# design 1

Fig. 1: design 1, clock nets
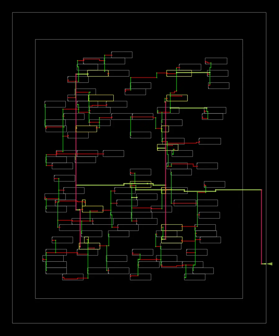

--- src/rtl/hack_alu_sequencer.sv ---
// hack_alu_sequencer
//   Control side of the 16-bit Hack ALU. Accepts one Hack instruction at a time
//   over a valid/ready handshake, drives the combinational ALU with operands and
//   the six control bits, captures the result and flags, and then commits that
//   result to A/D/memory and updates the PC. Owns the architectural A, D and PC
//   registers.
//
//   Sequence: IDLE -> EXEC -> IDLE          (A-instruction, 2 cycles)
//             IDLE -> EXEC -> WB -> IDLE    (C-instruction, 3 cycles)
//
// Parameters
//   ADDR_W    data-memory / PC address width (A[ADDR_W-1:0] is the address)
//   PC_RESET  PC value loaded on reset
//
// Ports
//   clk, rst_n             clock (rising edge), asynchronous active-low reset
//   instr_valid/ready      instruction handshake; ready is high only in IDLE
//   instr[15:0]            Hack instruction word
//   alu_x, alu_y           ALU operands (D, and A or M), zero outside EXEC
//   alu_zx..alu_no         ALU control bits, zero outside EXEC
//   alu_out, alu_zr/ng     ALU result and flags, sampled at the end of EXEC
//   m_addr                 data-memory address = A[ADDR_W-1:0]
//   m_rdata                data-memory read data (combinational on m_addr)
//   m_wdata, m_we          data-memory write data and one-cycle strobe (WB)
//   pc, a_reg, d_reg       architectural PC, A and D

module hack_alu_sequencer #(
    parameter int ADDR_W   = 15,
    parameter int PC_RESET = 0
) (
    input  logic              clk,
    input  logic              rst_n,
    input  logic              instr_valid,
    output logic              instr_ready,
    input  logic [15:0]       instr,
    output logic [15:0]       alu_x,
    output logic [15:0]       alu_y,
    output logic              alu_zx,
    output logic              alu_nx,
    output logic              alu_zy,
    output logic              alu_ny,
    output logic              alu_f,
    output logic              alu_no,
    input  logic [15:0]       alu_out,
    input  logic              alu_zr,
    input  logic              alu_ng,
    output logic [ADDR_W-1:0] m_addr,
    input  logic [15:0]       m_rdata,
    output logic [15:0]       m_wdata,
    output logic              m_we,
    output logic [ADDR_W-1:0] pc,
    output logic [15:0]       a_reg,
    output logic [15:0]       d_reg
);

    typedef enum logic [1:0] {
        IDLE = 2'd0,
        EXEC = 2'd1,
        WB   = 2'd2
    } state_t;

    state_t            state;
    logic [15:0]       ir;        // latched instruction
    logic [15:0]       res;       // ALU result captured at end of EXEC
    logic              zr_q;
    logic              ng_q;
    logic [5:0]        ctrl_q;    // zx,nx,zy,ny,f,no
    logic [ADDR_W-1:0] pc_inc;
    logic              c_exec;
    logic              take_jump;

    // ir[14:13] are don't-care bits of a C-instruction.
    logic unused_ir_bits;
    assign unused_ir_bits = ^ir[14:13];

    assign instr_ready = (state == IDLE);
    assign pc_inc      = pc + ADDR_W'(1);
    assign m_addr      = a_reg[ADDR_W-1:0];
    assign m_wdata     = res;

    // Operands are only presented while a C-instruction is executing; m_rdata
    // comes back combinationally from the address held in A.
    assign c_exec = (state == EXEC) && ir[15];
    assign alu_x  = c_exec ? d_reg : 16'h0000;
    assign alu_y  = c_exec ? (ir[12] ? m_rdata : a_reg) : 16'h0000;

    assign {alu_zx, alu_nx, alu_zy, alu_ny, alu_f, alu_no} = ctrl_q;

    // j3 (result > 0) is the case where neither flag is set.
    assign take_jump = (ir[2] & ng_q) | (ir[1] & zr_q) | (ir[0] & ~ng_q & ~zr_q);

    always_ff @(posedge clk or negedge rst_n) begin
        if (!rst_n) begin
            state  <= IDLE;
            ir     <= 16'h0000;
            res    <= 16'h0000;
            zr_q   <= 1'b0;
            ng_q   <= 1'b0;
            ctrl_q <= 6'b000000;
            m_we   <= 1'b0;
            a_reg  <= 16'h0000;
            d_reg  <= 16'h0000;
            pc     <= ADDR_W'(PC_RESET);
        end else begin
            case (state)
                IDLE: begin
                    if (instr_valid) begin
                        ir     <= instr;
                        // Controls go live in EXEC only for C-instructions.
                        ctrl_q <= instr[15] ? instr[11:6] : 6'b000000;
                        state  <= EXEC;
                    end
                end
                EXEC: begin
                    ctrl_q <= 6'b000000;
                    if (!ir[15]) begin
                        a_reg <= ir;
                        pc    <= pc_inc;
                        state <= IDLE;
                    end else begin
                        res   <= alu_out;
                        zr_q  <= alu_zr;
                        ng_q  <= alu_ng;
                        m_we  <= ir[3];
                        state <= WB;
                    end
                end
                WB: begin
                    // All destinations commit together; memory address and
                    // jump target both see A as it was before this write.
                    m_we <= 1'b0;
                    if (ir[5]) a_reg <= res;
                    if (ir[4]) d_reg <= res;
                    pc    <= take_jump ? a_reg[ADDR_W-1:0] : pc_inc;
                    state <= IDLE;
                end
                default: begin
                    state <= IDLE;
                end
            endcase
        end
    end

endmodule
--- config.mk ---
export PLATFORM = sky130hd
export DESIGN_NAME = hack_alu_sequencer
export DESIGN_NICKNAME = d
export VERILOG_FILES = /design/src/rtl/hack_alu_sequencer.sv
export SDC_FILE = /design/constraint.sdc
export NUM_CORES = 1
export LEC_CHECK = 0
export ABC_AREA = 1
export CAP_MARGIN = 10
export CORE_AREA = 10 10 102 127
export CTS_CLUSTER_SIZE = 10
export DETAILED_ROUTE_END_ITERATION = 10
export DIE_AREA = 0 0 112 137
export GPL_ROUTABILITY_DRIVEN = 0
export PLACE_DENSITY = 0.8
export SKIP_CTS_REPAIR_TIMING = 1
export SLEW_MARGIN = 30
export SYNTH_ARGS = -nofsm -noshare
export SYNTH_HDL_FRONTEND = slang
export SYNTH_SLANG_ARGS = --single-unit
--- constraint.sdc ---
create_clock -name clk -period 1.5 [get_ports clk]
set_input_delay 0.3 -clock clk [delete_from_list [all_inputs] [get_ports clk]]
set_output_delay 0.3 -clock clk [all_outputs]
set_load 0.01 [all_outputs]
# design 2

==> src/rtl/prog_loader_pkg.sv <==
// Shared types and default geometry for the program page loader.
package prog_loader_pkg;

    localparam int unsigned PAGE_W_DEF = 7;
    localparam int unsigned OFS_W_DEF  = 8;
    localparam int unsigned DATA_W_DEF = 16;
    localparam int unsigned PAGE_WORDS = 32'd1 << OFS_W_DEF;

    // Loader sequencing: wait for a request, burst the page in, report completion.
    typedef enum logic [1:0] {
        ST_IDLE = 2'd0,
        ST_FILL = 2'd1,
        ST_DONE = 2'd2
    } state_e;

endpackage

==> src/rtl/prog_page_loader_if.sv <==
// Upstream control, CPU fetch and external memory signals of the page loader.
// The master side (control unit / CPU / memory model) drives requests and
// read data; the slave side is the loader itself.
interface prog_page_loader_if
    import prog_loader_pkg::*;
#(
    parameter int unsigned PAGE_W = PAGE_W_DEF,
    parameter int unsigned OFS_W  = OFS_W_DEF,
    parameter int unsigned DATA_W = DATA_W_DEF
) ();

    logic [PAGE_W-1:0]       p1_page;
    logic                    p1_reset;
    logic                    p1_prefetch;
    logic                    p1_req;
    logic                    p1_ready;
    logic [OFS_W-1:0]        cpu_addr;
    logic                    cpu_rd;
    logic [DATA_W-1:0]       cpu_data;
    logic                    cpu_hit;
    logic                    mem_req;
    logic [PAGE_W+OFS_W-1:0] mem_addr;
    logic                    mem_ack;
    logic [DATA_W-1:0]       mem_data;

    modport master (
        output p1_page, p1_reset, p1_prefetch, cpu_addr, cpu_rd, mem_ack, mem_data,
        input  p1_req, p1_ready, cpu_data, cpu_hit, mem_req, mem_addr
    );

    modport slave (
        input  p1_page, p1_reset, p1_prefetch, cpu_addr, cpu_rd, mem_ack, mem_data,
        output p1_req, p1_ready, cpu_data, cpu_hit, mem_req, mem_addr
    );

endinterface

==> src/rtl/prog_page_ram.sv <==
// Page buffer: simple dual-port synchronous RAM, one write port fed by the
// fill engine and one registered read port serving CPU fetches.
module prog_page_ram #(
    parameter int unsigned OFS_W  = 8,
    parameter int unsigned DATA_W = 16
) (
    input  logic              clk,
    input  logic              rst,
    input  logic              wr_en_i,
    input  logic [OFS_W-1:0]  wr_addr_i,
    input  logic [DATA_W-1:0] wr_data_i,
    input  logic              rd_en_i,
    input  logic [OFS_W-1:0]  rd_addr_i,
    output logic [DATA_W-1:0] rd_data_o
);

    localparam int unsigned DEPTH = 32'd1 << OFS_W;

    logic [DATA_W-1:0] mem_q [DEPTH];
    logic [DATA_W-1:0] rd_data_q;

    // Storage array: written one word per accepted memory beat, no reset.
    always_ff @(posedge clk) begin
        if (wr_en_i) begin
            mem_q[wr_addr_i] <= wr_data_i;
        end
    end

    // Read register: holds the last fetched word, cleared by reset.
    always_ff @(posedge clk or posedge rst) begin
        if (rst) begin
            rd_data_q <= {DATA_W{1'b0}};
        end else if (rd_en_i) begin
            rd_data_q <= mem_q[rd_addr_i];
        end
    end

    assign rd_data_o = rd_data_q;

endmodule

==> src/rtl/prog_page_loader.sv <==
// Program page loader: burst-loads a 2^OFS_W-word program page from external
// memory into a local buffer and serves CPU fetches from it.
// Optional feature macro PROG_LOADER_AUTO_FILL_EN: a CPU read that misses
// while idle starts a fill of the requested page, exactly like p1_prefetch.
module prog_page_loader
    import prog_loader_pkg::*;
#(
    parameter int unsigned PAGE_W = PAGE_W_DEF,
    parameter int unsigned OFS_W  = OFS_W_DEF,
    parameter int unsigned DATA_W = DATA_W_DEF
) (
    input  logic          clk,
    input  logic          rst,
    prog_page_loader_if.slave bus
);

    state_e                  state_q, state_d;
    logic [PAGE_W-1:0]       fill_page_q, fill_page_d;
    logic [PAGE_W-1:0]       loaded_page_q, loaded_page_d;
    logic [OFS_W-1:0]        ofs_q, ofs_d;
    logic                    valid_q, valid_d;
    logic                    abort_q, abort_d;
    logic                    p1_req_q, p1_req_d;
    logic                    p1_ready_q, p1_ready_d;
    logic                    mem_req_q, mem_req_d;
    logic [PAGE_W+OFS_W-1:0] mem_addr_q, mem_addr_d;
    logic                    cpu_hit_q, cpu_hit_d;

    logic                    start_s;
    logic                    auto_start_s;
    logic                    wr_en_s;
    logic [OFS_W-1:0]        ofs_inc_s;
    logic [DATA_W-1:0]       rd_data_s;

`ifdef PROG_LOADER_AUTO_FILL_EN
    // A fetch that misses the buffer requests the page it asked for.
    always_comb begin
        auto_start_s = bus.cpu_rd & (~valid_q | (loaded_page_q != bus.p1_page));
    end
`else
    // Without auto-fill, misses never start a load.
    always_comb begin
        auto_start_s = 1'b0;
    end
`endif

    // Sequencer next state: fill start/abort/completion and buffer bookkeeping.
    always_comb begin
        state_d       = state_q;
        fill_page_d   = fill_page_q;
        loaded_page_d = loaded_page_q;
        ofs_d         = ofs_q;
        valid_d       = valid_q;
        abort_d       = abort_q;
        mem_addr_d    = mem_addr_q;
        wr_en_s       = 1'b0;
        start_s       = bus.p1_prefetch | auto_start_s;
        ofs_inc_s     = ofs_q + {{(OFS_W-1){1'b0}}, 1'b1};

        case (state_q)
            ST_IDLE: begin
                if (bus.p1_reset) begin
                    // Invalidate has priority over any load request.
                    valid_d = 1'b0;
                end else if (start_s) begin
                    state_d     = ST_FILL;
                    fill_page_d = bus.p1_page;
                    ofs_d       = {OFS_W{1'b0}};
                    valid_d     = 1'b0;
                    abort_d     = 1'b0;
                    mem_addr_d  = {bus.p1_page, {OFS_W{1'b0}}};
                end else begin
                    state_d = ST_IDLE;
                end
            end
            ST_FILL: begin
                if (bus.p1_reset) begin
                    // Abort: finish through DONE so upstream still sees a completion.
                    abort_d = 1'b1;
                    state_d = ST_DONE;
                end else if (bus.mem_ack && mem_req_q) begin
                    wr_en_s    = 1'b1;
                    ofs_d      = ofs_inc_s;
                    mem_addr_d = {fill_page_q, ofs_inc_s};
                    if (ofs_q == {OFS_W{1'b1}}) begin
                        state_d = ST_DONE;
                    end else begin
                        state_d = ST_FILL;
                    end
                end else begin
                    state_d = ST_FILL;
                end
            end
            ST_DONE: begin
                state_d = ST_IDLE;
                if (!abort_q) begin
                    valid_d       = 1'b1;
                    loaded_page_d = fill_page_q;
                end else begin
                    valid_d = 1'b0;
                end
            end
            default: begin
                state_d = ST_IDLE;
                valid_d = 1'b0;
            end
        endcase

        p1_req_d   = (state_d == ST_FILL);
        mem_req_d  = (state_d == ST_FILL);
        p1_ready_d = (state_d != ST_DONE);
        cpu_hit_d  = bus.cpu_rd & valid_q & (loaded_page_q == bus.p1_page) & (state_q == ST_IDLE);
    end

    // State and registered outputs.
    always_ff @(posedge clk or posedge rst) begin
        if (rst) begin
            state_q       <= ST_IDLE;
            fill_page_q   <= {PAGE_W{1'b0}};
            loaded_page_q <= {PAGE_W{1'b0}};
            ofs_q         <= {OFS_W{1'b0}};
            valid_q       <= 1'b0;
            abort_q       <= 1'b0;
            p1_req_q      <= 1'b0;
            p1_ready_q    <= 1'b1;
            mem_req_q     <= 1'b0;
            mem_addr_q    <= {(PAGE_W+OFS_W){1'b0}};
            cpu_hit_q     <= 1'b0;
        end else begin
            state_q       <= state_d;
            fill_page_q   <= fill_page_d;
            loaded_page_q <= loaded_page_d;
            ofs_q         <= ofs_d;
            valid_q       <= valid_d;
            abort_q       <= abort_d;
            p1_req_q      <= p1_req_d;
            p1_ready_q    <= p1_ready_d;
            mem_req_q     <= mem_req_d;
            mem_addr_q    <= mem_addr_d;
            cpu_hit_q     <= cpu_hit_d;
        end
    end

    prog_page_ram #(
        .OFS_W  (OFS_W),
        .DATA_W (DATA_W)
    ) u_ram (
        .clk       (clk),
        .rst       (rst),
        .wr_en_i   (wr_en_s),
        .wr_addr_i (ofs_q),
        .wr_data_i (bus.mem_data),
        .rd_en_i   (bus.cpu_rd),
        .rd_addr_i (bus.cpu_addr),
        .rd_data_o (rd_data_s)
    );

    assign bus.p1_req   = p1_req_q;
    assign bus.p1_ready = p1_ready_q;
    assign bus.mem_req  = mem_req_q;
    assign bus.mem_addr = mem_addr_q;
    assign bus.cpu_hit  = cpu_hit_q;
    assign bus.cpu_data = rd_data_s;

endmodule

==> src/flat_wrapper.sv <==
// flat-port wrapper written by rule: the top's interface ports become plain ports
module prog_page_loader_flat import prog_loader_pkg::*;
#(
    parameter int unsigned PAGE_W = PAGE_W_DEF,
    parameter int unsigned OFS_W  = OFS_W_DEF,
    parameter int unsigned DATA_W = DATA_W_DEF
)
  (clk, rst, bus_p1_page, bus_p1_reset, bus_p1_prefetch, bus_cpu_addr, bus_cpu_rd, bus_mem_ack, bus_mem_data, bus_p1_req, bus_p1_ready, bus_cpu_data, bus_cpu_hit, bus_mem_req, bus_mem_addr);
  prog_page_loader_if #(.PAGE_W(PAGE_W), .OFS_W(OFS_W), .DATA_W(DATA_W)) bus_i ();
  input  logic clk;
  input  logic rst;
  input wire logic [$bits(bus_i.p1_page)-1:0] bus_p1_page;
  input wire logic [$bits(bus_i.p1_reset)-1:0] bus_p1_reset;
  input wire logic [$bits(bus_i.p1_prefetch)-1:0] bus_p1_prefetch;
  input wire logic [$bits(bus_i.cpu_addr)-1:0] bus_cpu_addr;
  input wire logic [$bits(bus_i.cpu_rd)-1:0] bus_cpu_rd;
  input wire logic [$bits(bus_i.mem_ack)-1:0] bus_mem_ack;
  input wire logic [$bits(bus_i.mem_data)-1:0] bus_mem_data;
  output wire logic [$bits(bus_i.p1_req)-1:0] bus_p1_req;
  output wire logic [$bits(bus_i.p1_ready)-1:0] bus_p1_ready;
  output wire logic [$bits(bus_i.cpu_data)-1:0] bus_cpu_data;
  output wire logic [$bits(bus_i.cpu_hit)-1:0] bus_cpu_hit;
  output wire logic [$bits(bus_i.mem_req)-1:0] bus_mem_req;
  output wire logic [$bits(bus_i.mem_addr)-1:0] bus_mem_addr;
  assign bus_i.p1_page = bus_p1_page;
  assign bus_i.p1_reset = bus_p1_reset;
  assign bus_i.p1_prefetch = bus_p1_prefetch;
  assign bus_i.cpu_addr = bus_cpu_addr;
  assign bus_i.cpu_rd = bus_cpu_rd;
  assign bus_i.mem_ack = bus_mem_ack;
  assign bus_i.mem_data = bus_mem_data;
  assign bus_p1_req = bus_i.p1_req;
  assign bus_p1_ready = bus_i.p1_ready;
  assign bus_cpu_data = bus_i.cpu_data;
  assign bus_cpu_hit = bus_i.cpu_hit;
  assign bus_mem_req = bus_i.mem_req;
  assign bus_mem_addr = bus_i.mem_addr;
  prog_page_loader #(.PAGE_W(PAGE_W), .OFS_W(OFS_W), .DATA_W(DATA_W)) u_core (.clk(clk), .rst(rst), .bus(bus_i));
endmodule
==> config.mk <==
export PLATFORM = sky130hd
export DESIGN_NAME = prog_page_loader_flat
export DESIGN_NICKNAME = d
export VERILOG_FILES = /design/src/rtl/prog_loader_pkg.sv /design/src/rtl/prog_page_loader_if.sv /design/src/rtl/prog_page_ram.sv /design/src/rtl/prog_page_loader.sv /design/src/flat_wrapper.sv
export SDC_FILE = /design/constraint.sdc
export NUM_CORES = 2
export LEC_CHECK = 0
export CAP_MARGIN = 30
export CORE_ASPECT_RATIO = 0.75
export CORE_MARGIN = 1
export CORE_UTILIZATION = 30
export DETAILED_ROUTE_END_ITERATION = 8
export GPL_TIMING_DRIVEN = 1
export PLACE_DENSITY_LB_ADDON = 0.15
export SYNTH_ARGS = -nofsm -noshare
export SYNTH_HDL_FRONTEND = slang
export SYNTH_SLANG_ARGS = --single-unit
==> constraint.sdc <==
create_clock -name clk -period 3.8 [get_ports clk]
set_input_delay 0.57 -clock clk [delete_from_list [all_inputs] [get_ports clk]]
set_output_delay 0.57 -clock clk [all_outputs]
set_load 0.02 [all_outputs]
# design 3

**src/rtl/cmd_pkg.sv**
```systemverilog
// Shared opcodes, parser state encoding and helpers for the host command parser.
package cmd_pkg;

    localparam logic [7:0] OP_SET_PHASE = 8'h01;
    localparam logic [7:0] OP_SET_EN    = 8'h02;
    localparam logic [7:0] OP_COMMIT    = 8'h03;
    localparam logic [7:0] OP_CLEAR     = 8'h04;

    typedef enum logic [1:0] {
        S_CMD = 2'd0,
        S_CH  = 2'd1,
        S_VAL = 2'd2
    } parser_state_t;

    // Counter increment that sticks at all-ones instead of wrapping.
    function automatic logic [7:0] sat_inc(input logic [7:0] v);
        if (v == 8'hFF) begin
            return 8'hFF;
        end else begin
            return v + 8'd1;
        end
    endfunction

endpackage

```
**src/rtl/cmd_shadow_regs.sv**
```systemverilog
// Shadow and active phase/enable banks; shadow writes and clears are staged,
// then a commit copies the whole shadow bank to the active outputs at once.
module cmd_shadow_regs #(
    parameter int N_CH    = 4,
    parameter int PHASE_W = 8,
    parameter int CH_W    = 2
) (
    input  logic               clk,
    input  logic               reset,
    input  logic               wr_en,
    input  logic [CH_W-1:0]    ch,
    input  logic [PHASE_W-1:0] value,
    input  logic               is_en,
    input  logic               do_commit,
    input  logic               do_clear,
    output logic [PHASE_W-1:0] phase [N_CH],
    output logic [N_CH-1:0]    pwm_en,
    output logic               commit
);

    logic [PHASE_W-1:0] shadow_phase_r [N_CH];
    logic [N_CH-1:0]    shadow_en_r;
    logic [PHASE_W-1:0] phase_r [N_CH];
    logic [N_CH-1:0]    pwm_en_r;
    logic               commit_r;

    // Shadow bank update, atomic commit to the active bank and commit strobe.
    always_ff @(posedge clk) begin
        if (reset) begin
            shadow_phase_r <= '{default: '0};
            shadow_en_r    <= '0;
            phase_r        <= '{default: '0};
            pwm_en_r       <= '0;
            commit_r       <= 1'b0;
        end else begin
            commit_r <= do_commit;
            if (do_clear) begin
                shadow_phase_r <= '{default: '0};
                shadow_en_r    <= '0;
            end else if (wr_en) begin
                if (is_en) begin
                    shadow_en_r[ch] <= value[0];
                end else begin
                    shadow_phase_r[ch] <= value;
                end
            end
            // Frames are serial, so a commit never coincides with a shadow write.
            if (do_commit) begin
                phase_r  <= shadow_phase_r;
                pwm_en_r <= shadow_en_r;
            end
        end
    end

    assign phase  = phase_r;
    assign pwm_en = pwm_en_r;
    assign commit = commit_r;

endmodule

```
**src/rtl/cmd_parser.sv**
```systemverilog
// Pops host bytes from the receive FIFO, decodes fixed-length command frames
// and drives the shadow/active register banks; abandons stalled frames.
module cmd_parser
    import cmd_pkg::*;
#(
    parameter int N_CH    = 4,
    parameter int PHASE_W = 8,
    parameter int TIMEOUT = 50000
) (
    input  logic               clk,
    input  logic               reset,
    input  logic               rxfifo_empty,
    output logic               rxfifo_rdreq,
    input  logic [7:0]         rxfifo_data,
    output logic [PHASE_W-1:0] phase [N_CH],
    output logic [N_CH-1:0]    pwm_en,
    output logic               commit,
    output logic [7:0]         err_count,
    output logic               busy
);

    localparam int CH_W  = (N_CH > 1) ? $clog2(N_CH) : 1;
    localparam int TMO_W = (TIMEOUT > 1) ? $clog2(TIMEOUT) : 1;
    localparam logic [TMO_W-1:0] TMO_LAST = TMO_W'(TIMEOUT - 1);

    parser_state_t    state_r, state_next_s;
    logic [7:0]       op_r, op_next_s;
    logic [7:0]       ch_r, ch_next_s;
    logic [TMO_W-1:0] tmo_cnt_r;
    logic [7:0]       err_count_r;
    logic             byte_valid_r;
    logic             busy_r;
    logic             tmo_hit_s;
    logic             ch_ok_s;
    logic             is_en_s;
    logic             wr_s;
    logic             commit_s;
    logic             clear_s;
    logic             err_inc_s;

    // No back-pressure: pop whenever data is available.
    assign rxfifo_rdreq = !rxfifo_empty && !reset;
    assign tmo_hit_s    = (tmo_cnt_r == TMO_LAST);
    assign ch_ok_s      = ({1'b0, ch_r} < 9'(N_CH));
    assign is_en_s      = (op_r == OP_SET_EN);

    // Frame decoder: next state and one-cycle action strobes.
    always_comb begin
        state_next_s = state_r;
        op_next_s    = op_r;
        ch_next_s    = ch_r;
        wr_s         = 1'b0;
        commit_s     = 1'b0;
        clear_s      = 1'b0;
        err_inc_s    = 1'b0;
        case (state_r)
            S_CMD: begin
                if (byte_valid_r) begin
                    case (rxfifo_data)
                        OP_SET_PHASE, OP_SET_EN: begin
                            op_next_s    = rxfifo_data;
                            state_next_s = S_CH;
                        end
                        OP_COMMIT: commit_s  = 1'b1;
                        OP_CLEAR:  clear_s   = 1'b1;
                        default:   err_inc_s = 1'b1;
                    endcase
                end else begin
                    state_next_s = S_CMD;
                end
            end
            S_CH: begin
                if (byte_valid_r) begin
                    ch_next_s    = rxfifo_data;
                    state_next_s = S_VAL;
                end else if (tmo_hit_s) begin
                    err_inc_s    = 1'b1;
                    state_next_s = S_CMD;
                end else begin
                    state_next_s = S_CH;
                end
            end
            S_VAL: begin
                if (byte_valid_r) begin
                    if (ch_ok_s) begin
                        wr_s = 1'b1;
                    end else begin
                        err_inc_s = 1'b1;
                    end
                    state_next_s = S_CMD;
                end else if (tmo_hit_s) begin
                    err_inc_s    = 1'b1;
                    state_next_s = S_CMD;
                end else begin
                    state_next_s = S_VAL;
                end
            end
            default: state_next_s = S_CMD;
        endcase
    end

    // Parser state, inter-byte timeout counter and error counter.
    always_ff @(posedge clk) begin
        if (reset) begin
            state_r      <= S_CMD;
            op_r         <= 8'h00;
            ch_r         <= 8'h00;
            tmo_cnt_r    <= '0;
            err_count_r  <= 8'h00;
            byte_valid_r <= 1'b0;
            busy_r       <= 1'b0;
        end else begin
            state_r      <= state_next_s;
            op_r         <= op_next_s;
            ch_r         <= ch_next_s;
            byte_valid_r <= rxfifo_rdreq;
            busy_r       <= (state_next_s != S_CMD);
            if (byte_valid_r || (state_r == S_CMD) || tmo_hit_s) begin
                tmo_cnt_r <= '0;
            end else begin
                tmo_cnt_r <= tmo_cnt_r + TMO_W'(1);
            end
            if (err_inc_s) begin
                err_count_r <= sat_inc(err_count_r);
            end else begin
                err_count_r <= err_count_r;
            end
        end
    end

    cmd_shadow_regs #(
        .N_CH    (N_CH),
        .PHASE_W (PHASE_W),
        .CH_W    (CH_W)
    ) u_shadow (
        .clk       (clk),
        .reset     (reset),
        .wr_en     (wr_s),
        .ch        (ch_r[CH_W-1:0]),
        .value     (rxfifo_data[PHASE_W-1:0]),
        .is_en     (is_en_s),
        .do_commit (commit_s),
        .do_clear  (clear_s),
        .phase     (phase),
        .pwm_en    (pwm_en),
        .commit    (commit)
    );

    assign err_count = err_count_r;
    assign busy      = busy_r;

endmodule
```
**config.mk**
```make
export PLATFORM = sky130hd
export DESIGN_NAME = cmd_parser
export DESIGN_NICKNAME = d
export VERILOG_FILES = /design/src/rtl/cmd_pkg.sv /design/src/rtl/cmd_shadow_regs.sv /design/src/rtl/cmd_parser.sv
export SDC_FILE = /design/constraint.sdc
export NUM_CORES = 1
export LEC_CHECK = 0
export CAP_MARGIN = 30
export CORE_UTILIZATION = 32
export CTS_BUF_LIST = sky130_fd_sc_hd__clkbuf_16
export CTS_CLUSTER_SIZE = 24
export DETAILED_ROUTE_END_ITERATION = 10
export PLACE_DENSITY = 0.48
export SLEW_MARGIN = 20
export SYNTH_ARGS = -nofsm -noshare
export SYNTH_HDL_FRONTEND = slang
export SYNTH_SLANG_ARGS = --single-unit
```
**constraint.sdc**
```tcl
create_clock -name clk -period 2.4 [get_ports clk]
set_clock_uncertainty 0.1 [all_clocks]
set_input_delay 0.48 -clock clk [delete_from_list [all_inputs] [get_ports clk]]
set_output_delay 0.48 -clock clk [all_outputs]
set_load 0.005 [all_outputs]
```
# design 4

`src/rtl/eye_tracker_reg_bank.sv`:
```
// Host register bank for the EyeTracker: control regs plus frame-coherent channel snapshots.
// Optional interrupt output is enabled by defining EYE_TRACKER_REG_IRQ_EN.
module eye_tracker_reg_bank #(
  parameter int unsigned DATA_WIDTH = 8,
  parameter int unsigned ADDR_WIDTH = 6,
  parameter int unsigned NUM_CH     = 7,
  parameter int unsigned CH_WIDTH   = 28
) (
  input  logic                         CLK,
  input  logic                         RST,
  input  logic [ADDR_WIDTH-1:0]        iADDR,
  input  logic                         iWE,
  input  logic                         iRE,
  input  logic [DATA_WIDTH-1:0]        iDATA,
  output logic [DATA_WIDTH-1:0]        oRD,
  input  logic                         iFVSYNC,
  input  logic [NUM_CH*CH_WIDTH-1:0]   iCH_DATA,
  output logic                         oUART_SW,
  output logic                         oVGA_OUT_MODE,
  output logic                         oCURSOR_EN,
  output logic                         oOUT_SEL,
  output logic [DATA_WIDTH-1:0]        oTHRESHOLD,
  output logic                         oIRQ
);

  localparam int unsigned BPC      = (CH_WIDTH + DATA_WIDTH - 1) / DATA_WIDTH;
  localparam int unsigned NumBytes = NUM_CH * BPC;
  localparam int unsigned PadWidth = BPC * DATA_WIDTH;

  localparam logic [ADDR_WIDTH-1:0] AddrCtrl   = ADDR_WIDTH'(0);
  localparam logic [ADDR_WIDTH-1:0] AddrThresh = ADDR_WIDTH'(1);
  localparam logic [ADDR_WIDTH-1:0] AddrStatus = ADDR_WIDTH'(2);
  localparam logic [ADDR_WIDTH-1:0] AddrFrame  = ADDR_WIDTH'(3);
  localparam int unsigned           SnapBase   = 4;

  // ctrl_q = {FREEZE, OUT_SEL, CURSOR_EN, VGA_OUT_MODE, UART_SW}
  logic [4:0]            ctrl_q;
  logic [DATA_WIDTH-1:0] thresh_q;
  logic                  new_q, ovr_q;
  logic [7:0]            frame_q;
  logic                  fvs_q;
  logic [DATA_WIDTH-1:0] rd_q;
  logic [CH_WIDTH-1:0]   snap_q [NUM_CH];
  logic                  irq_en;

  logic [DATA_WIDTH-1:0] snap_bytes [NumBytes];
  logic [DATA_WIDTH-1:0] rd_data;
  logic                  rise, status_rd, freeze;
  logic                  new_d, ovr_d;

  // Only bits [5:0] of write data carry meaning.
  logic unused_data;
  assign unused_data = ^iDATA[DATA_WIDTH-1:6];

  assign rise      = iFVSYNC & ~fvs_q;
  assign status_rd = iRE & (iADDR == AddrStatus);
  assign freeze    = ctrl_q[4];

  always_comb begin
    for (int unsigned c = 0; c < NUM_CH; c++) begin
      for (int unsigned b = 0; b < BPC; b++) begin
        snap_bytes[c*BPC + b] = DATA_WIDTH'(PadWidth'(snap_q[c]) >> (b * DATA_WIDTH));
      end
    end
  end

  always_comb begin
    rd_data = '0;
    if (iADDR == AddrCtrl)   rd_data = DATA_WIDTH'({irq_en, ctrl_q});
    if (iADDR == AddrThresh) rd_data = thresh_q;
    if (iADDR == AddrStatus) rd_data = DATA_WIDTH'({ovr_q, new_q});
    if (iADDR == AddrFrame)  rd_data = DATA_WIDTH'(frame_q);
    for (int unsigned i = 0; i < NumBytes; i++) begin
      if (iADDR == ADDR_WIDTH'(SnapBase + i)) rd_data = snap_bytes[i];
    end
  end

  // Read-to-clear first, then a frame rise overrides it.
  always_comb begin
    new_d = new_q;
    ovr_d = ovr_q;
    if (status_rd) begin
      new_d = 1'b0;
      ovr_d = 1'b0;
    end
    if (rise) begin
      if (freeze) begin
        ovr_d = 1'b1;
      end else begin
        new_d = 1'b1;
        if (new_q) ovr_d = 1'b1;
      end
    end
  end

  always_ff @(posedge CLK) begin
    if (RST) begin
      ctrl_q   <= 5'b01110;
      thresh_q <= DATA_WIDTH'(1);
      new_q    <= 1'b0;
      ovr_q    <= 1'b0;
      frame_q  <= '0;
      fvs_q    <= 1'b0;
      rd_q     <= '0;
      for (int unsigned c = 0; c < NUM_CH; c++) snap_q[c] <= '0;
    end else begin
      fvs_q <= iFVSYNC;
      new_q <= new_d;
      ovr_q <= ovr_d;
      rd_q  <= iRE ? rd_data : '0;
      if (iWE && iADDR == AddrCtrl)   ctrl_q   <= iDATA[4:0];
      if (iWE && iADDR == AddrThresh) thresh_q <= iDATA;
      if (rise && !freeze) begin
        frame_q <= frame_q + 8'd1;
        for (int unsigned c = 0; c < NUM_CH; c++) begin
          snap_q[c] <= iCH_DATA[c*CH_WIDTH +: CH_WIDTH];
        end
      end
    end
  end

`ifdef EYE_TRACKER_REG_IRQ_EN
  logic irq_en_q, irq_q;

  always_ff @(posedge CLK) begin
    if (RST) begin
      irq_en_q <= 1'b0;
      irq_q    <= 1'b0;
    end else begin
      if (iWE && iADDR == AddrCtrl) irq_en_q <= iDATA[5];
      irq_q <= irq_en_q & new_q;
    end
  end

  assign irq_en = irq_en_q;
  assign oIRQ   = irq_q;
`else
  assign irq_en = 1'b0;
  assign oIRQ   = 1'b0;
`endif

  assign oRD           = rd_q;
  assign oUART_SW      = ctrl_q[0];
  assign oVGA_OUT_MODE = ctrl_q[1];
  assign oCURSOR_EN    = ctrl_q[2];
  assign oOUT_SEL      = ctrl_q[3];
  assign oTHRESHOLD    = thresh_q;

endmodule

```
`config.mk`:
```
export PLATFORM = sky130hd
export DESIGN_NAME = eye_tracker_reg_bank
export DESIGN_NICKNAME = d
export VERILOG_FILES = /design/src/rtl/eye_tracker_reg_bank.sv
export SDC_FILE = /design/constraint.sdc
export NUM_CORES = 1
export LEC_CHECK = 0
export CORE_UTILIZATION = 45
export CTS_CLUSTER_DIAMETER = 120
export DETAILED_ROUTE_END_ITERATION = 16
export HOLD_SLACK_MARGIN = 0.1
export PLACE_DENSITY_LB_ADDON = 0.05
export SKIP_LAST_GASP = 1
export SYNTH_ARGS = -nofsm -noshare
export SYNTH_HDL_FRONTEND = slang
export SYNTH_SLANG_ARGS = --single-unit
```
`constraint.sdc`:
```
create_clock -name CLK -period 5.9 [get_ports CLK]
set_clock_uncertainty 0.1 [all_clocks]
set_input_delay 1.18 -clock CLK [delete_from_list [all_inputs] [get_ports CLK]]
set_output_delay 1.18 -clock CLK [all_outputs]
set_load 0.05 [all_outputs]
```
Fig. 2: design 1, selected gate families
Scale: 3 px per um.
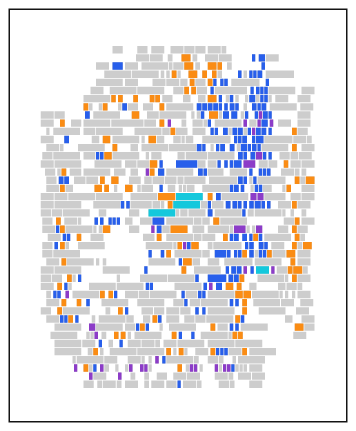
legend:
  fa/ha/maj cells:
    colour: cyan
    cells: 4
    where: centre
  aoi and oai cells:
    colour: orange
    cells: 110
  nor cells:
    colour: purple
    cells: 34
  nand cells:
    colour: blue
    cells: 192

## Picture notes: Fig. 1
flip-flops: 90
Num CTS Buffers: 9
Worst Skew: 9.39 ps

==> out/summary.txt, design 1 <==
Status = complete, but fails checks
Failing checks = setup timing
Synth async-reset ratio = 100%
CP endpoint kind = primary output
Die height = 137 um
Multiplexer share = 3.39%
Gr busiest metal = met2
Final setup vio count = 65
Max_slew headroom = 79.3%
Post-Layout Cell Count = 895
Crit Path Class = flip-flop to primary output
Reg power frac = 28.0%
DRT Wirelength = 16300 um
Area fraction in compound gates = 12.9%
Pwr top = combinational logic
Global-route wire length before repair = 24500 um
Biggest area cells = dfrtp_1 (48%), nand2_1 (11%), o21ai_0 (8.0%)
Setup WS post-layout = -361 ps
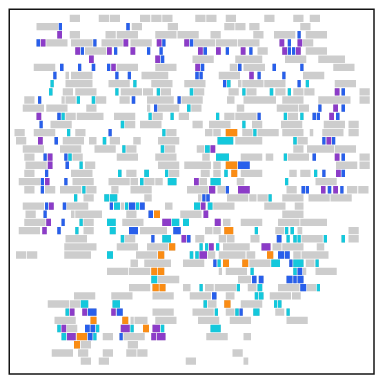
Fig. 3. Selected gate families (design 3).
Scale: 3 px per um.
legend:
  nor cells:
    colour: cyan
    cells: 106
  aoi and oai cells:
    colour: purple
    cells: 57
    where: widely spread
  nand cells:
    colour: blue
    cells: 104
    where: widely spread
  and/or cells:
    colour: orange
    cells: 20

==> out/summary.txt, design 3 <==
Status = completed
End-of-flow core utilization = 43.4%
Largest net degree at the start of global routing = 35
Seq power = 0.00195 W
OpenROAD warnings = 27
Reg power frac = 43.2%
Number of clock buffers in the layout = 17
Final setup vio count = 0
Non-clock buffers = 89
Final Hold Slack = 346 ps
Top logic family = simple AND/OR/NAND/NOR gates
Comb area share = 33.7%
Hold depth = 2
Biggest area cells = dfxtp_1 (52%), mux2i_1 (9.7%), nand2_1 (6.9%)
CP endpoint kind = flip-flop
Worst vdd ir = 0.451 mV
GR Overflow Total = 0
Area fraction in compound gates = 7.80%
Most instantiated logic cells after routing = dfxtp_1 (117), nand2_1 (83), nor2_1 (79)
GRT Overall Usage = 15.4%
Flip-flops = 117
Clock root cell = clkbuf_16
Place WS = -526 ps
WL per Instance = 13.5 um
CTS tree = built
Hold EP = u_shadow.phase[26]
Critical Path Fanout Max = 15
Clock power share = 53.7%
Arr. time, crit path = 2610 ps
Ant diodes = 0
Num CTS Buffers = 17
Sw Pwr = 0.000920 W
Synth Area in XOR/XNOR = 2.89%
PD cells = 750 nW/um^2
Area Overhead vs Synth = 32.7%
Adder Share, Synth = 0.551%
Syn_nets = 514
Die height = 121 um
Final net count = 594
Global-route met2 utilization = 23.4%
Clock latency (worst-skew pair) = 410 ps
Met3 wire length = 331 um
Maximum clock rate = 420 MHz
Fig. 4: design 4, I/O pins on the die edge
Scale: 2 px per um. Pins as bars across the die edge, other pins in grey.
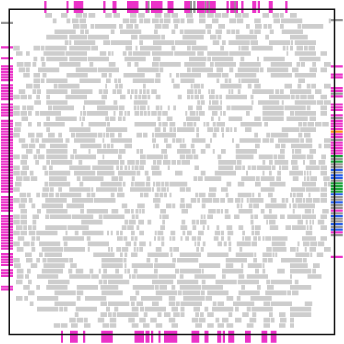
legend:
  iRE:
    colour: orange
    pins: 1
    direction: input
    edge: east
  iADDR:
    colour: green
    pins: 6
    direction: input
    edge: east
  iCH_DATA:
    colour: magenta
    pins: 196
    direction: input
    edge: 75 west, 49 south, 48 north, 24 east
  oTHRESHOLD:
    colour: blue
    pins: 8
    direction: output
    edge: east
all pins by edge: 76 west, 57 east, 54 north, 49 south
die height: 162 um
DIE WIDTH: 162 um
port bufs: 234

==> out/summary.txt, design 4 <==
Most common reg cell = edfxtp_1
Fp util = 45.8%
Multiplexer share = 4.40%
Share of post-route cells with drive strength above 1 = 7.83%
Worst vdd ir = 0.154 mV
Non-clock buffers = 250
GR Overflow Total = 0
Worst Setup Start Kind = input pin
Vias = 8659
Clock-cell share = 4.99%
Placed Area = 14000 um^2
Non-clock buffering overhead = 16.8%
CTS sink count = 228
Largest Register = snap_q
Fillers = 2145
Seq power = 0.00192 W
Cells after Synth = 1002
Cell area after synthesis = 11500 um^2
Crit path max-delay family = simple AND/OR/NAND/NOR gates
Most instantiated logic cells after routing = clkdlybuf4s50_1 (230), edfxtp_1 (196), and2_1 (171)
Maximum clock rate = 255 MHz
Met3 usage = 6.08%
Clock root cell = clkbuf_16
Largest class = flip-flops and latches
Antenna viol nets, final = 0
GRT Overall Usage = 25.1%
DR iter-0 viols = 906
P_int = 0.00291 W
Final net count = 1414
Global-route wire length before repair = 49800 um
Status = completed
RePlAce Congestion = 0.939
Area Overhead vs Synth = 27.8%
Largest net degree at the start of global routing = 128
Worst slew pin tran = 1100 ps
Crit path max-delay cell type = nor4b_2
Ant diodes = 0
Fig. 5: design 2, I/O pins on the die edge
Scale: 0.5 px per um. Pins as bars across the die edge, other pins in grey.
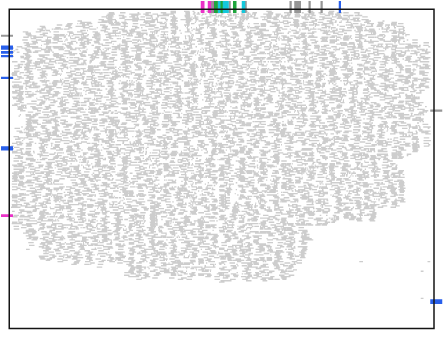
legend:
  bus_mem_data:
    colour: blue
    pins: 16
    direction: input
    edge: 12 west, 3 east, 1 north
  bus_mem_addr:
    colour: cyan
    pins: 15
    direction: output
    edge: north
  bus_cpu_addr:
    colour: magenta
    pins: 8
    direction: input
    edge: 6 north, 2 west
  bus_p1_ready:
    colour: red
    pins: 1
    direction: output
    edge: north
  bus_p1_page:
    colour: green
    pins: 7
    direction: input
    edge: north
all pins by edge: 53 north, 15 west, 4 east
port bufs: 71
die height: 635 um
DIE WIDTH: 846 um

==> out/summary.txt, design 2 <==
Worst Skew = 83.3 ps
Most numerous logic cell after layout = edfxtp_1
Largest net degree at the start of global routing = 107
EDFF count, synth = 4096
MaxCap Viol Count = 0
Antenna viol nets, final = 0
Num CTS Buffers = 412
Status = completed
Final hold vios = 0
Post-Layout Cell Count = 16245
Top logic family = multiplexers
Multiplexer share = 14.3%
Critical Path Sink = u_core.u_ram.rd_data_o[1]
Setup TNS = 0 ps
Inverters = 12
Number of clock buffers in the layout = 512
Avg Cell Area, Syn = 20.9 um^2
Critical Path Fanout Max = 32
TritonRoute pass-1 iters = 5
FF-to-FF path depth = 12
Maximum clock rate = 294 MHz
Non-clock buffers = 1104
Register bit total from synthesis = 4148
Full die area = 538000 um^2
MI comb area = 33400 um^2
Core Region = 532000 um^2
Row cnt = 232
Flip-flops = 4148
GR Overflow Total = 0
Highest routed layer = met5
Final Hold Slack = 45.8 ps
Depth of the CTS H-tree = 5
Met1 wire length = 252000 um
Clock power share = 42.1%
Fillers = 49204
Hold path start = bus_mem_data[1]
Crit path cell chain = buf_16 -> buf_4 -> mux2i_1 -> a2111oi_0 -> buf_4 -> a2111oi_0 -> buf_1 -> buf_4 -> nor4_1 -> buf_4 -> nand4_1 -> buf_4 -> o221ai_1
Final setup vio count = 0
Post-route minimum period = 3400 ps
Worst path required time = 4740 ps
Post-DP HPWL = 334000 um
Cells after Synth = 7691
Comb area share = 17.3%
Reg power frac = 51.6%
Global-route met2 utilization = 27.6%
Finished Cell Area = 192000 um^2
Worst Path Buf+Inv = 7
P_clk = 0.0413 W

==> screenshots <==
Wiring by layer.
(a)
Scale: 2 px per um. Two of the layers only.
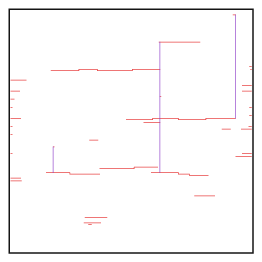
(b)
Scale: 1 px per um. Two of the layers only.
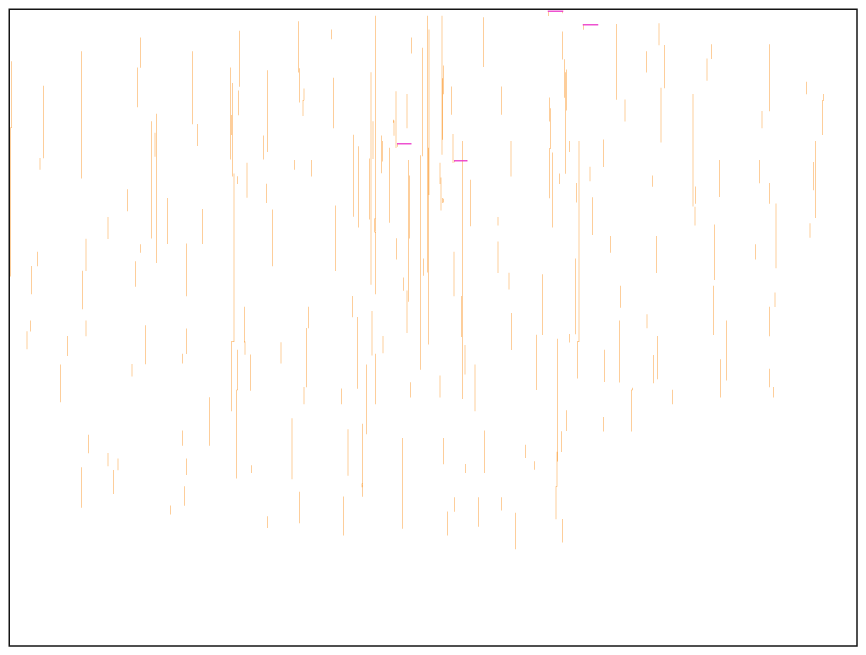
(c)
Scale: 2 px per um. Two of the layers only.
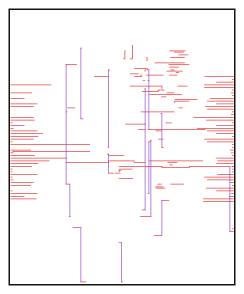
(d)
Scale: 1.5 px per um. Two of the layers only.
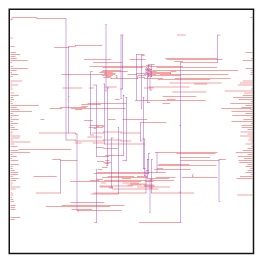
- largest die: (b)
- least wire: (a)
(a) is design 3.
(b) is design 2.
(d) is design 4.
(c) is design 1.


# design 5

### config.mk
export PLATFORM = sky130hd
export DESIGN_NAME = cp0_unit
export DESIGN_NICKNAME = d
export VERILOG_FILES = /design/src/rtl/cp0_unit_pkg.sv /design/src/rtl/cp0_unit.sv
export SDC_FILE = /design/constraint.sdc
export NUM_CORES = 1
export LEC_CHECK = 0
export CORE_AREA = 4 4 82 122
export CTS_BUF_LIST = sky130_fd_sc_hd__clkbuf_4
export DETAILED_ROUTE_END_ITERATION = 10
export DIE_AREA = 0 0 86 126
export PLACE_DENSITY = 0.81
export RECOVER_POWER = 100
export SLEW_MARGIN = 5
export SYNTH_ARGS = -nofsm -noshare
export SYNTH_HDL_FRONTEND = slang
export SYNTH_SLANG_ARGS = --single-unit
### constraint.sdc
create_clock -name clk -period 6 [get_ports clk]
set_input_delay 1.2 -clock clk [delete_from_list [all_inputs] [get_ports clk]]
set_output_delay 1.2 -clock clk [all_outputs]
set_load 0.05 [all_outputs]
### src/rtl/cp0_unit_pkg.sv
// cp0_unit_pkg: CP0 register numbers, exception codes and SR/Cause field positions.
package cp0_unit_pkg;
  localparam logic [4:0] REG_SR    = 5'd12;
  localparam logic [4:0] REG_CAUSE = 5'd13;
  localparam logic [4:0] REG_EPC   = 5'd14;
  localparam logic [4:0] REG_PRID  = 5'd15;
  localparam logic [4:0] EXC_INT   = 5'd0;
  localparam logic [4:0] EXC_ADEL  = 5'd4;
  localparam logic [4:0] EXC_ADES  = 5'd5;
  localparam logic [4:0] EXC_RI    = 5'd10;
  localparam logic [4:0] EXC_OV    = 5'd12;
  localparam int SR_IE    = 0;
  localparam int SR_EXL   = 1;
  localparam int SR_IM_LO = 10;
  localparam int SR_IM_HI = 15;
endpackage

### src/rtl/cp0_unit.sv
// cp0_unit: M-stage coprocessor 0 (SR/Cause/EPC/PRId, mtc0/mfc0/eret, interrupt/exception arbitration).
module cp0_unit
  import cp0_unit_pkg::*;
#(
  parameter logic [31:0] PRID    = 32'h2019_0701,
  parameter logic [31:0] EXC_VEC = 32'h0000_4180
) (
  input  logic        clk,
  input  logic        reset,
  input  logic        valid_m,
  input  logic [31:0] pc_m,
  input  logic        bd_m,
  input  logic [4:0]  exc_code_m,
  input  logic [5:0]  hw_int,
  input  logic        cp0_we,
  input  logic [4:0]  cp0_addr,
  input  logic [31:0] cp0_wdata,
  input  logic        eret_m,
  output logic [31:0] cp0_rdata,
  output logic [31:0] epc_out,
  output logic [31:0] exc_vec,
  output logic        int_req
);
  logic [5:0] im_q, im_d, ip_q;
  logic exl_q, exl_d, ie_q, ie_d, bd_q, bd_d, irq, exc;
  logic [4:0] exc_code_q, exc_code_d;
  logic [31:0] epc_q, epc_d, sr, cause, pc_al;
  logic unused_pc;
  assign unused_pc = ^pc_m[1:0];
  assign epc_out = epc_q;
  assign exc_vec = EXC_VEC;
  always_comb begin
    sr = {16'b0, im_q, 8'b0, exl_q, ie_q};
    cause = {bd_q, 15'b0, ip_q, 3'b0, exc_code_q, 2'b0};
    irq = |(hw_int & im_q) & ie_q & ~exl_q & valid_m;
    exc = (exc_code_m != EXC_INT) & ~exl_q & valid_m;
    int_req = irq | exc;
    cp0_rdata = cp0_addr == REG_SR ? sr : cp0_addr == REG_CAUSE ? cause :
                cp0_addr == REG_EPC ? epc_q : cp0_addr == REG_PRID ? PRID : 32'd0;
    pc_al = {pc_m[31:2], 2'b00};
    im_d = im_q;
    exl_d = exl_q;
    ie_d = ie_q;
    bd_d = bd_q;
    exc_code_d = exc_code_q;
    epc_d = epc_q;
    // Entry discards the M-stage instruction, so its mtc0/eret must not land.
    if (int_req) begin
      exl_d = 1'b1;
      exc_code_d = irq ? EXC_INT : exc_code_m;
      bd_d = bd_m;
      epc_d = bd_m ? pc_al - 32'd4 : pc_al;
    end else begin
      if (cp0_we && cp0_addr == REG_SR) begin
        im_d = cp0_wdata[SR_IM_HI:SR_IM_LO];
        exl_d = cp0_wdata[SR_EXL];
        ie_d = cp0_wdata[SR_IE];
      end
      if (cp0_we && cp0_addr == REG_EPC) epc_d = {cp0_wdata[31:2], 2'b00};
      if (eret_m) exl_d = 1'b0;
    end
  end
  always_ff @(posedge clk or posedge reset) begin
    if (reset) begin
      im_q <= '0;
      exl_q <= 1'b0;
      ie_q <= 1'b0;
      bd_q <= 1'b0;
      ip_q <= '0;
      exc_code_q <= '0;
      epc_q <= '0;
    end else begin
      im_q <= im_d;
      exl_q <= exl_d;
      ie_q <= ie_d;
      bd_q <= bd_d;
      ip_q <= hw_int;
      exc_code_q <= exc_code_d;
      epc_q <= epc_d;
    end
  end
endmodule

Fig. 6: design 5, selected gate families
Scale: 3 px per um.
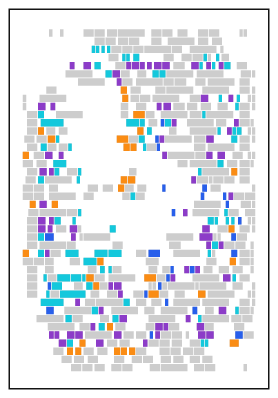
legend:
  aoi and oai cells:
    colour: purple
    cells: 73
    where: widely spread
  and/or cells:
    colour: orange
    cells: 33
  nor cells:
    colour: cyan
    cells: 82
    where: widely spread
  nand cells:
    colour: blue
    cells: 25
Comb area share: 40.1%
most numerous logic cell after layout: clkdlybuf4s50_1
Post-Layout Cell Count: 631

==> out/summary.txt <==
Status = complete, but fails checks
Failing checks = capacitance limit, slew limit
CTS tree = built
Gr busiest metal = met2
I/O Pins = 183
Area Overhead vs Synth = 41.1%
Worst reg2reg setup slack = 2270 ps
Placed Cells = 623
Vias = 3231
Met1 wire length = 3680 um
Critical Path Sink = cp0_rdata[23]
Avg Cell Area, Syn = 9.07 um^2
Post-cts hold-fix buffer tally = 0
MI comb area = 1990 um^2
Depth of the CTS H-tree = 2
MaxCap Viol Count = 3
TritonRoute pass-1 iters = 4
Final Hold Slack = 527 ps
Pwr top = combinational logic
Setup WS post-layout = 808 ps
Clock root cell = clkbuf_4
Maximum clock path buffer count = 2
Crit path cell chain = dlygate4sd3_1 -> nand2_1 -> nor2_1 -> buf_4 -> and2_1 -> dlygate4sd3_1
Hold Path Class = flip-flop to flip-flop
Fp util = 39.5%
Max FFs per register = 30
Final max-slew violation count = 164
Met3 usage = 3.92%
P_clk = 0.000161 W
Synth async-reset ratio = 100%
Maximum clock rate = 193 MHz
Finished Cell Area = 4950 um^2
Adder Share, Synth = 0.356%
DIE WIDTH = 86 um
Routed vias/inst = 5.12
Ys Warns = 0
M1 GR Usage = 20.0%
RSZ-0062 raised after global routing = no
Share of post-route cells with drive strength above 1 = 6.53%
Num CTS Buffers = 5
OpenROAD warnings = 28
Clk pin slew, worst setup/hold paths = 140 ps
Clock-cell share = 1.19%
# resized after CTS = 0
Register area share after synthesis = 35.6%
Hold path start = exc_code_q[3]
Tap Cells = 110
Most instantiated logic cells after routing = clkdlybuf4s50_1 (75), dlygate4sd3_1 (71), dfrtp_1 (50)
Register bit total from synthesis = 50
Fillers = 816
Highest routed layer = met4
Fig. 7: design 5, clock network drawn from the DEF
Scale: 4 px per um.
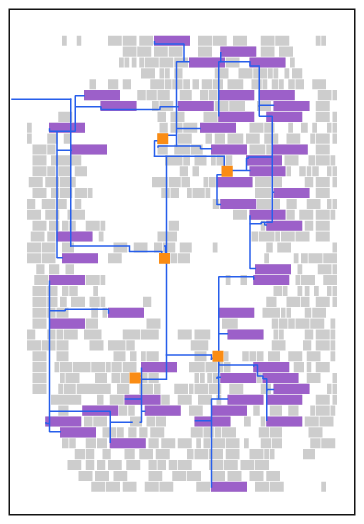
legend:
  flip-flops:
    colour: purple
    count: 50
  clock wires:
    colour: blue
    length: 656 um
  clock-net drivers:
    colour: orange
    count: 5
routed clock nets: 6



==> layout pictures side by side <==
I/O pins on the die edge.
Scale: 3 px per um. Pins as bars across the die edge, other pins in grey.
panel A
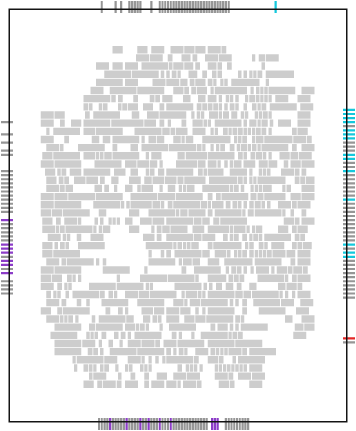
panel B
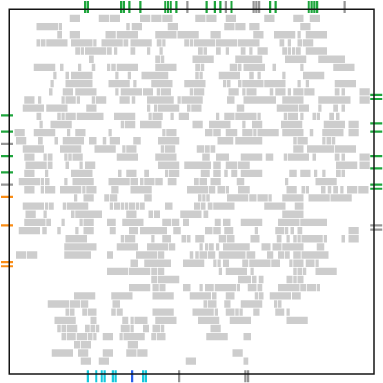
panel C
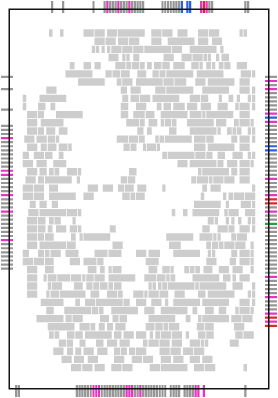
design 3: panel B
design 1: panel A
design 5: panel C

Power and IR drop assume default switching activity.
